# ---- uart_prog_loader ----
**uart_prog_loader: I/O nets highlighted**

The bar under the picture is 50 um long.
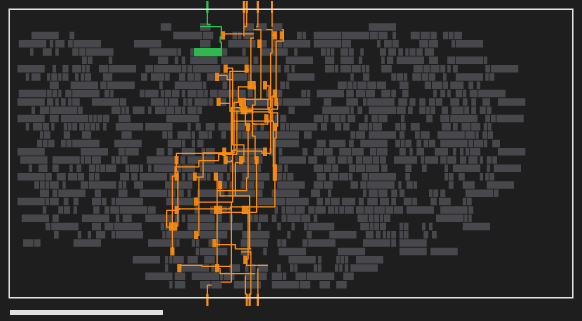

File: src/rtl/uart_prog_loader.sv
// UART program loader: parses a 4-byte little-endian length header, then turns
// each payload byte into a byte-addressed instruction-memory write while holding the CPU in reset.
module uart_prog_loader #(
  parameter int unsigned BYTE_ADDR_WIDTH = 6,
  parameter int unsigned TIMEOUT_CYCLES  = 1000000
) (
  input  logic                       clk,
  input  logic                       rst,
  input  logic [7:0]                 rx_data_in,
  input  logic                       rx_valid_in,
  output logic [BYTE_ADDR_WIDTH-1:0] byte_addr_out,
  output logic [7:0]                 byte_data_out,
  output logic                       byte_wr_en_out,
  output logic                       cpu_rst_out,
  output logic                       busy_out,
  output logic                       done_out,
  output logic                       err_out
);

  localparam int unsigned CNT_W    = 32;
  localparam logic [32:0] CAPACITY = 33'(1) << BYTE_ADDR_WIDTH;
  localparam bit          TO_EN    = (TIMEOUT_CYCLES != 0);
  localparam logic [31:0] TO_LAST  = 32'(TIMEOUT_CYCLES) - 32'd1;

  typedef enum logic [1:0] {
    IDLE = 2'd0,
    LEN  = 2'd1,
    DATA = 2'd2,
    DONE = 2'd3
  } state_t;

  state_t                     state_q, state_d;
  logic [CNT_W-1:0]           len_q, len_d;
  logic [CNT_W-1:0]           cnt_q, cnt_d;
  logic [CNT_W-1:0]           idle_q, idle_d;
  logic [1:0]                 hdr_q, hdr_d;
  logic [BYTE_ADDR_WIDTH-1:0] addr_d;
  logic [7:0]                 data_d;
  logic                       wr_d, done_d, err_d, busy_d;
  logic [CNT_W-1:0]           len_full;
  logic [CNT_W-1:0]           cnt_inc;
  logic                       in_range;
  logic                       timeout;

  // State register and registered outputs
  always_ff @(posedge clk or posedge rst) begin
    if (rst) begin
      state_q        <= IDLE;
      len_q          <= '0;
      cnt_q          <= '0;
      idle_q         <= '0;
      hdr_q          <= '0;
      byte_addr_out  <= '0;
      byte_data_out  <= '0;
      byte_wr_en_out <= 1'b0;
      cpu_rst_out    <= 1'b1;
      busy_out       <= 1'b0;
      done_out       <= 1'b0;
      err_out        <= 1'b0;
    end else begin
      state_q        <= state_d;
      len_q          <= len_d;
      cnt_q          <= cnt_d;
      idle_q         <= idle_d;
      hdr_q          <= hdr_d;
      byte_addr_out  <= addr_d;
      byte_data_out  <= data_d;
      byte_wr_en_out <= wr_d;
      cpu_rst_out    <= busy_d;
      busy_out       <= busy_d;
      done_out       <= done_d;
      err_out        <= err_d;
    end
  end

  // Next-state and next-output logic
  always_comb begin
    state_d  = state_q;
    len_d    = len_q;
    cnt_d    = cnt_q;
    idle_d   = idle_q;
    hdr_d    = hdr_q;
    addr_d   = byte_addr_out;
    data_d   = byte_data_out;
    wr_d     = 1'b0;
    done_d   = 1'b0;
    err_d    = 1'b0;
    len_full = {rx_data_in, len_q[23:0]};
    cnt_inc  = cnt_q + 32'd1;
    in_range = ({1'b0, cnt_q} < CAPACITY);
    // Expiry is decided in the cycle the idle count would reach the limit; it beats a late byte.
    timeout  = TO_EN && ((state_q == LEN) || (state_q == DATA)) && (idle_q == TO_LAST);

    case (state_q)
      IDLE: begin
        if (rx_valid_in) begin
          len_d   = {24'd0, rx_data_in};
          hdr_d   = 2'd1;
          idle_d  = '0;
          state_d = LEN;
        end
      end

      LEN: begin
        if (timeout) begin
          err_d   = 1'b1;
          state_d = IDLE;
        end else if (rx_valid_in) begin
          idle_d = '0;
          len_d[{hdr_q, 3'b000} +: 8] = rx_data_in;
          hdr_d  = hdr_q + 2'd1;
          if (hdr_q == 2'd3) begin
            cnt_d = '0;
            if (len_full == '0) begin
              state_d = DONE;
            end else begin
              state_d = DATA;
            end
          end
        end else begin
          idle_d = TO_EN ? idle_q + 32'd1 : idle_q;
        end
      end

      DATA: begin
        if (timeout) begin
          err_d   = 1'b1;
          state_d = IDLE;
        end else if (rx_valid_in) begin
          idle_d = '0;
          cnt_d  = cnt_inc;
          // Bytes past the memory capacity are consumed but never written.
          if (in_range) begin
            wr_d   = 1'b1;
            addr_d = cnt_q[BYTE_ADDR_WIDTH-1:0];
            data_d = rx_data_in;
          end
          if (cnt_inc == len_q) begin
            state_d = DONE;
          end
        end else begin
          idle_d = TO_EN ? idle_q + 32'd1 : idle_q;
        end
      end

      DONE: begin
        done_d  = 1'b1;
        state_d = IDLE;
      end

      default: state_d = IDLE;
    endcase

    // done_out is registered from the transition into DONE so it lines up with the last write.
    done_d = (state_d == DONE);
    busy_d = (state_d != IDLE);
  end

endmodule

File: config.mk
export PLATFORM = sky130hd
export DESIGN_NAME = uart_prog_loader
export DESIGN_NICKNAME = d
export VERILOG_FILES = /design/src/rtl/uart_prog_loader.sv
export SDC_FILE = /design/constraint.sdc
export NUM_CORES = 1
export LEC_CHECK = 0
export CAP_MARGIN = 15
export CORE_ASPECT_RATIO = 0.5
export CORE_MARGIN = 2
export CORE_UTILIZATION = 43
export DETAILED_ROUTE_END_ITERATION = 10
export PLACE_DENSITY_LB_ADDON = 0.25
export SKIP_LAST_GASP = 1
export SLEW_MARGIN = 0
export SYNTH_ARGS = -nofsm -noshare
export SYNTH_HDL_FRONTEND = slang
export SYNTH_SLANG_ARGS = --single-unit
export TNS_END_PERCENT = 5
File: constraint.sdc
create_clock -name clk -period 10.1 [get_ports clk]
set_input_delay 1.01 -clock clk [delete_from_list [all_inputs] [get_ports clk]]
set_output_delay 1.01 -clock clk [all_outputs]
set_load 0.05 [all_outputs]
# ---- mod_exp_controller ----
### config.mk
export PLATFORM = sky130hd
export DESIGN_NAME = mod_exp_controller
export DESIGN_NICKNAME = d
export VERILOG_FILES = /design/src/rtl/mod_exp_controller.sv
export SDC_FILE = /design/constraint.sdc
export NUM_CORES = 1
export LEC_CHECK = 0
export ABC_AREA = 1
export CAP_MARGIN = 25
export CORE_AREA = 10 10 221 223
export CTS_CLUSTER_DIAMETER = 120
export DETAILED_ROUTE_END_ITERATION = 12
export DIE_AREA = 0 0 231 233
export MAX_ROUTING_LAYER = met4
export PLACE_DENSITY = 0.82
export SLEW_MARGIN = 40
export SYNTH_ARGS = -nofsm -noshare
export SYNTH_HDL_FRONTEND = slang
export SYNTH_SLANG_ARGS = --single-unit
### constraint.sdc
create_clock -name clk -period 3.55 [get_ports clk]
set_input_delay 0.355 -clock clk [delete_from_list [all_inputs] [get_ports clk]]
set_output_delay 0.355 -clock clk [all_outputs]
set_load 0.02 [all_outputs]
### src/rtl/mod_exp_controller.sv
// mod_exp_controller: MSB-first Montgomery square-and-multiply sequencer driving
// a single external Montgomery multiplier, one multiply at a time.
module mod_exp_controller #(
    parameter int BITS     = 64,
    parameter int EXP_BITS = 64
) (
    input  logic                clk,
    input  logic                reset,
    input  logic                start,
    input  logic [BITS-1:0]     base,
    input  logic [EXP_BITS-1:0] exponent,
    input  logic [BITS-1:0]     modulus,
    input  logic [BITS-1:0]     r2_mod,
    output logic                busy,
    output logic                done,
    output logic                error,
    output logic [BITS-1:0]     result,
    output logic [BITS-1:0]     mm_a,
    output logic [BITS-1:0]     mm_b,
    output logic [BITS-1:0]     mm_m,
    output logic                mm_go,
    input  logic                mm_done,
    input  logic [BITS-1:0]     mm_s
);
    localparam int KW = $clog2(EXP_BITS) + 1;
    localparam logic [BITS-1:0] ONE = BITS'(1);
    typedef enum logic [2:0] {IDLE, CHECK, PRE_X, PRE_A, SQ, MUL, POST, FINISH} state_t;
    state_t state, state_n;
    logic [1:0] gap, gap_n;
    logic [KW-1:0] k, k_n;
    logic [BITS-1:0] base_r, mod_r, r2_r, xbar, abar, xbar_n, abar_n, result_n;
    logic [EXP_BITS-1:0] exp_r;
    logic busy_n, done_n, error_n, latch, op, fire, bad, bit_k, last;
    assign op    = state inside {PRE_X, PRE_A, SQ, MUL, POST};
    assign mm_go = op && gap == 2'd0;
    assign fire  = mm_go && mm_done;
    assign mm_m  = mod_r;
    assign bad   = !mod_r[0] || mod_r < BITS'(3) || base_r >= mod_r;
    assign bit_k = exp_r[k[KW-2:0]];
    assign last  = k == '0;
    always_comb begin
        state_n  = state;
        gap_n    = gap - {1'b0, |gap};
        k_n      = k;
        xbar_n   = xbar;
        abar_n   = abar;
        result_n = result;
        busy_n   = busy;
        done_n   = 1'b0;
        error_n  = error;
        latch    = 1'b0;
        mm_a     = '0;
        mm_b     = '0;
        case (state)
            IDLE: if (start && !done) begin
                latch   = 1'b1;
                busy_n  = 1'b1;
                error_n = 1'b0;
                state_n = CHECK;
            end
            CHECK: begin
                error_n = bad;
                state_n = bad ? FINISH : PRE_X;
            end
            PRE_X: begin
                mm_a = base_r;
                mm_b = r2_r;
                if (fire) begin
                    xbar_n  = mm_s;
                    gap_n   = 2'd2;
                    state_n = PRE_A;
                end
            end
            PRE_A: begin
                mm_a = ONE;
                mm_b = r2_r;
                if (fire) begin
                    abar_n  = mm_s;
                    gap_n   = 2'd2;
                    k_n     = KW'(EXP_BITS - 1);
                    state_n = SQ;
                end
            end
            SQ: begin
                mm_a = abar;
                mm_b = abar;
                if (fire) begin
                    abar_n  = mm_s;
                    gap_n   = 2'd2;
                    state_n = bit_k ? MUL : last ? POST : SQ;
                    k_n     = (bit_k || last) ? k : k - 1'b1;
                end
            end
            MUL: begin
                mm_a = abar;
                mm_b = xbar;
                if (fire) begin
                    abar_n  = mm_s;
                    gap_n   = 2'd2;
                    state_n = last ? POST : SQ;
                    k_n     = last ? k : k - 1'b1;
                end
            end
            POST: begin
                mm_a = abar;
                mm_b = ONE;
                if (fire) begin
                    abar_n  = mm_s;
                    state_n = FINISH;
                end
            end
            default: begin
                result_n = error ? '0 : abar;
                done_n   = 1'b1;
                busy_n   = 1'b0;
                state_n  = IDLE;
            end
        endcase
    end
    always_ff @(posedge clk) begin
        if (reset) begin
            state  <= IDLE;
            gap    <= '0;
            k      <= '0;
            base_r <= '0;
            mod_r  <= '0;
            r2_r   <= '0;
            exp_r  <= '0;
            xbar   <= '0;
            abar   <= '0;
            result <= '0;
            busy   <= 1'b0;
            done   <= 1'b0;
            error  <= 1'b0;
        end else begin
            state  <= state_n;
            gap    <= gap_n;
            k      <= k_n;
            xbar   <= xbar_n;
            abar   <= abar_n;
            result <= result_n;
            busy   <= busy_n;
            done   <= done_n;
            error  <= error_n;
            if (latch) begin
                base_r <= base;
                mod_r  <= modulus;
                r2_r   <= r2_mod;
                exp_r  <= exponent;
            end
        end
    end
endmodule
**uart_prog_loader: sequential cells coloured by netlist name**

The bar under the picture is 50 um long. Other sequential cells in the stronger grey, the rest of the logic in the fainter grey.
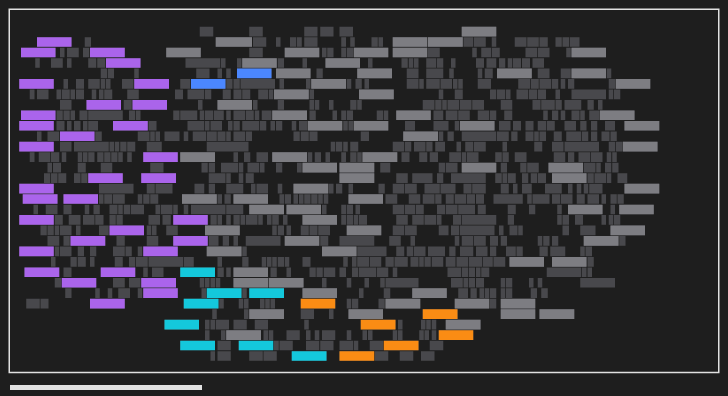
- `idle_q`: purple (placed flops 32)
- `byte_data_out`: cyan (placed flops 8)
- `byte_addr_out`: orange (placed flops 6; where bottom centre)
- `state_q`: blue (placed flops 2)

## Picture notes: 'I/O nets highlighted' of uart_prog_loader
- `done_out`: green (direction output; edge top; end cells 1; buffers 1; wire 21.1 um)
- `rx_data_in`: orange (direction input; edge 4 bottom, 4 top; end cells 43; buffers 8; wire 947 um)

==> flow_summary.toml, uart_prog_loader <==
# yosys + openroad results
[final_timing]
whs_ns = 0.4759
fin_tns_setup_ns = 0
hold_violations = 0
worst_pin_slew_ns = 1.159

[logic_synthesis]
ys_area_sq_um = 6967
top_cells_by_count = "nand2_1 (159), dfrtp_1 (118), o21ai_0 (85)"
ys.flop_type = "dfrtp_1"
logic_family = "simple AND/OR/NAND/NOR gates"

[finish]
fin_cells = 1038
utilization_pct = 50.60

[detailed_routing]
wl_per_cell_um = 17.45
wirelength_um = 18110
avgViaCountPerCell = 5.818
highest_layer = "met4"

[placed_design]
place.gp.congestion = 0.9474

[clock_tree]
cts_buffer_depth = 2

[outcome]
status = "finished clean"

[setup_path]
worstPathArrival_ns = 4.11
r2r-start = "cnt_q[0]"
setup.worst_path.class = "reg -> reg"

[die]
num_rows = 32
fp_util_pct = 44.62

[power_and_ir_drop]
clock_power_mw = 0.608
seq_power_share_pct = 36.2

[grt]
grt_max_degree = 72
grtUsageMet2_pct = 33.58
[uart_prog_loader: area by class of cell]
cell class,instances,area (sq um)
tap,204,255.2
multi-input combinational,630,3687
clock buffer,17,425.4
clock inverter,15,156.4
sequential,119,2979
fill,1420,7714
inverter,20,77.57
timing repair buffer,33,320.3
[uart_prog_loader: state kept, by name, indices dropped and copies added, names as in the netlist]
register and cells:
state_q 2, cpu_rst_out 1, hdr_q 2, idle_q 32, cnt_q 32, busy_out 1
len_q 32, byte_wr_en_out 1, byte_data_out 8, err_out 1, byte_addr_out 6, done_out 1
[uart_prog_loader: worst register-to-register path, stage by stage (launching register included)]
cell	delay, ns
dfrtp_1	0.51
ha_1	0.33
nand3_2	0.25
nor4_2	1.06
nor2_1	0.11
a2111oi_0	0.43
o2111ai_1	0.20
nor4_2	0.49
o21ai_1	0.19
nand2_1	0.13
[uart_prog_loader: how the worst max path moves through the flow]
stage                       endpoint  slack [ns]  depth (start not counted)
after global routing        busy_out        6.07                          9
after floorplan             busy_out        5.93                          1
final                       busy_out        6.35                          9
after CTS                   busy_out        6.52                          9
after global placement    idle_q[28]        6.55                          7
after detailed placement    busy_out        6.54                          9
**mod_exp_controller: gate-type map**

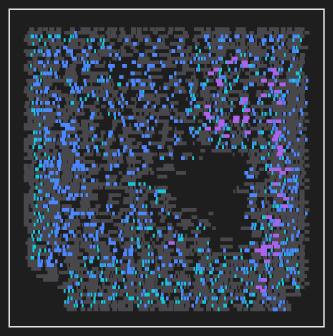
- NOR gates: cyan (cells 444; most used nor2_1; where widely spread)
- inverting AOI/OAI gates: blue (cells 830; most used o21ai_0; where widely spread)
- adder and majority cells: purple (cells 65; most used ha_1)
most frequent logic cell in the layout: clkdlybuf4s50_1
Comb/total area: 32.62%

==> flow_summary.toml, mod_exp_controller <==
# yosys + openroad results
[power_and_ir_drop]
ir_worst_vdd_mv = 0.5848
swShare_pct = 37.70
p_total_mw = 18.60
power-top-group = "registers"

[setup_path]
crit_end = "mm_a[33]"
worst_path_most_repeated_cell = "nand2_1"
rr_endpoint = "xbar[47]"
crit_slowest_cell = "clkdlybuf4s50_1"
cp_top_family = "buffers and inverters"
r2r-start = "state[1]"
cp.depth = 6
cp_num_buf_inv = 2

[die]
chipWidth_um = 231
num_rows = 77

[min_path]
hp-class = "in -> reg"
holdPathEnd = "r2_r[15]"
hp-start = "r2_mod[15]"

[final_timing]
worst_pin_slew_ns = 0.8211
setup_viol = 0
fin_skew_ns = 0.02054
fmax_mhz = 290.3
worst_slack_ns = 0.1047

[finish]
buffers = 614
top_area_cell_class = "sequential cells"
n_all_inverters = 240
final_nets = 3565
fin_cells = 3820
comb_cells = 1807
seq_share_pct = 33.17
drive_gt1_share_pct = 4.478
register_area_sq_um = 9270

[clock_tree]
clkTransAtPathRegs_ns = 0.06
post_cts_buffers = 0

[grt]
grt_overflow = 0
grt_pass1_wl_um = 131800
grt_pass1_vias = 20660
grt.total_usage_pct = 32.91

[logic_synthesis]
synth_simple_gate_area_share_pct = 18.14
ys_seq_share_pct = 45.80
synth-warning-count = 0
synth-seq-cells = 463
edf_count = 0
fp_nets = 3101
top_cell_area_share_pct = 45.80

[detailed_routing]
postRouteAntennaNets = 0
firstDrtPassIters = 6

[placed_design]
portBuffers = 583

[flow_run]
max-cap-violations = 0

[outcome]
status = "finished clean"
mod_exp_controller: cell usage in the layout (no fill, tap or decap), types with 3 or more instances in the layout:
cell type / netlist / final
a21oi_1: 229 / 229
buf_12: 0 / 7
buf_4: 7 / 24
bufinv_16: 0 / 4
clkbuf_1: 135 / 7
clkbuf_16: 0 / 51
clkbuf_8: 0 / 15
clkdlybuf4s50_1: 0 / 583
clkinv_2: 0 / 11
clkinvlp_4: 0 / 3
dfxtp_1: 463 / 462
diode_2: 0 / 12
ha_1: 65 / 65
inv_1: 228 / 227
inv_2: 8 / 8
nand2_1: 302 / 299
nand2_2: 6 / 7
nand2_4: 1 / 3
nand3_1: 136 / 136
nand4_1: 17 / 17
nor2_1: 436 / 436
nor3_1: 4 / 4
o21a_1: 3 / 3
o21ai_0: 423 / 423
o21ai_1: 43 / 43
o221ai_1: 65 / 65
o31ai_1: 64 / 64
mod_exp_controller: metal layers:
layer  routed length (um)  vias up
li1                     -    10050
met1                35490    10210
met2                42500     1291
met3                 8594      233
met4                 4942        0
met5                    0        -
mod_exp_controller: worst min-delay path, stage by stage:
cell and delay, ns:
clkdlybuf4s50_1 0.40, nor2_1 0.10, nor2_1 0.05

==> screenshots <==
A small window of the routed layout.
(a)
The bar under the picture is 10 um long. Region (45, 46) to (70, 71) um. Cells in grey, sequential cells in the stronger grey; small squares are vias.
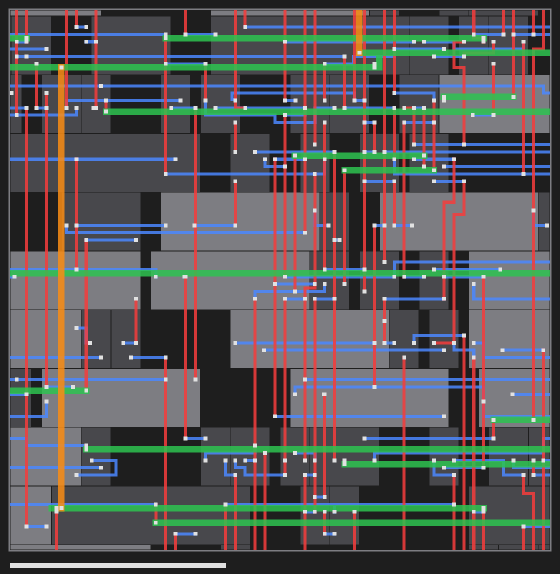
(b)
The bar under the picture is 10 um long. Region (34, 11) to (59, 36) um. Cells in grey, sequential cells in the stronger grey; small squares are vias.
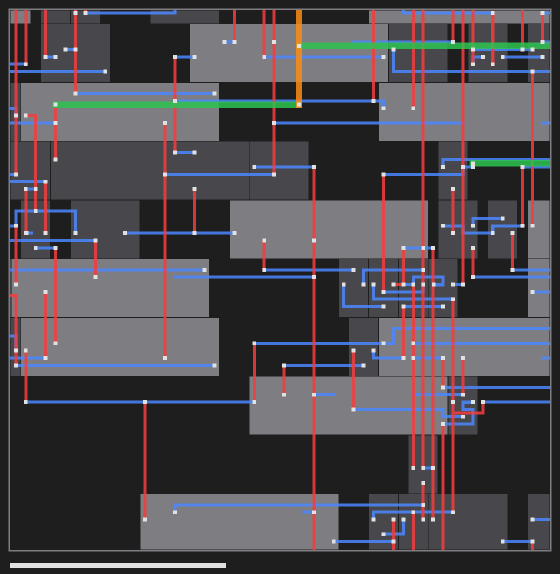
(a): mod_exp_controller
(b): uart_prog_loader

Key to (b):
- met3: green
- met2: red
- met4: orange
- met1: blue
- sequential cells in the window: 9
- cells with their middle in the window: 31
- most frequent: nand2_1 (12), dfrtp_1 (9), o21ai_0 (2)
- netlist names of flops here include: `byte_data_out` (4), `idle_q` (4)


Power and IR drop assume default switching activity.
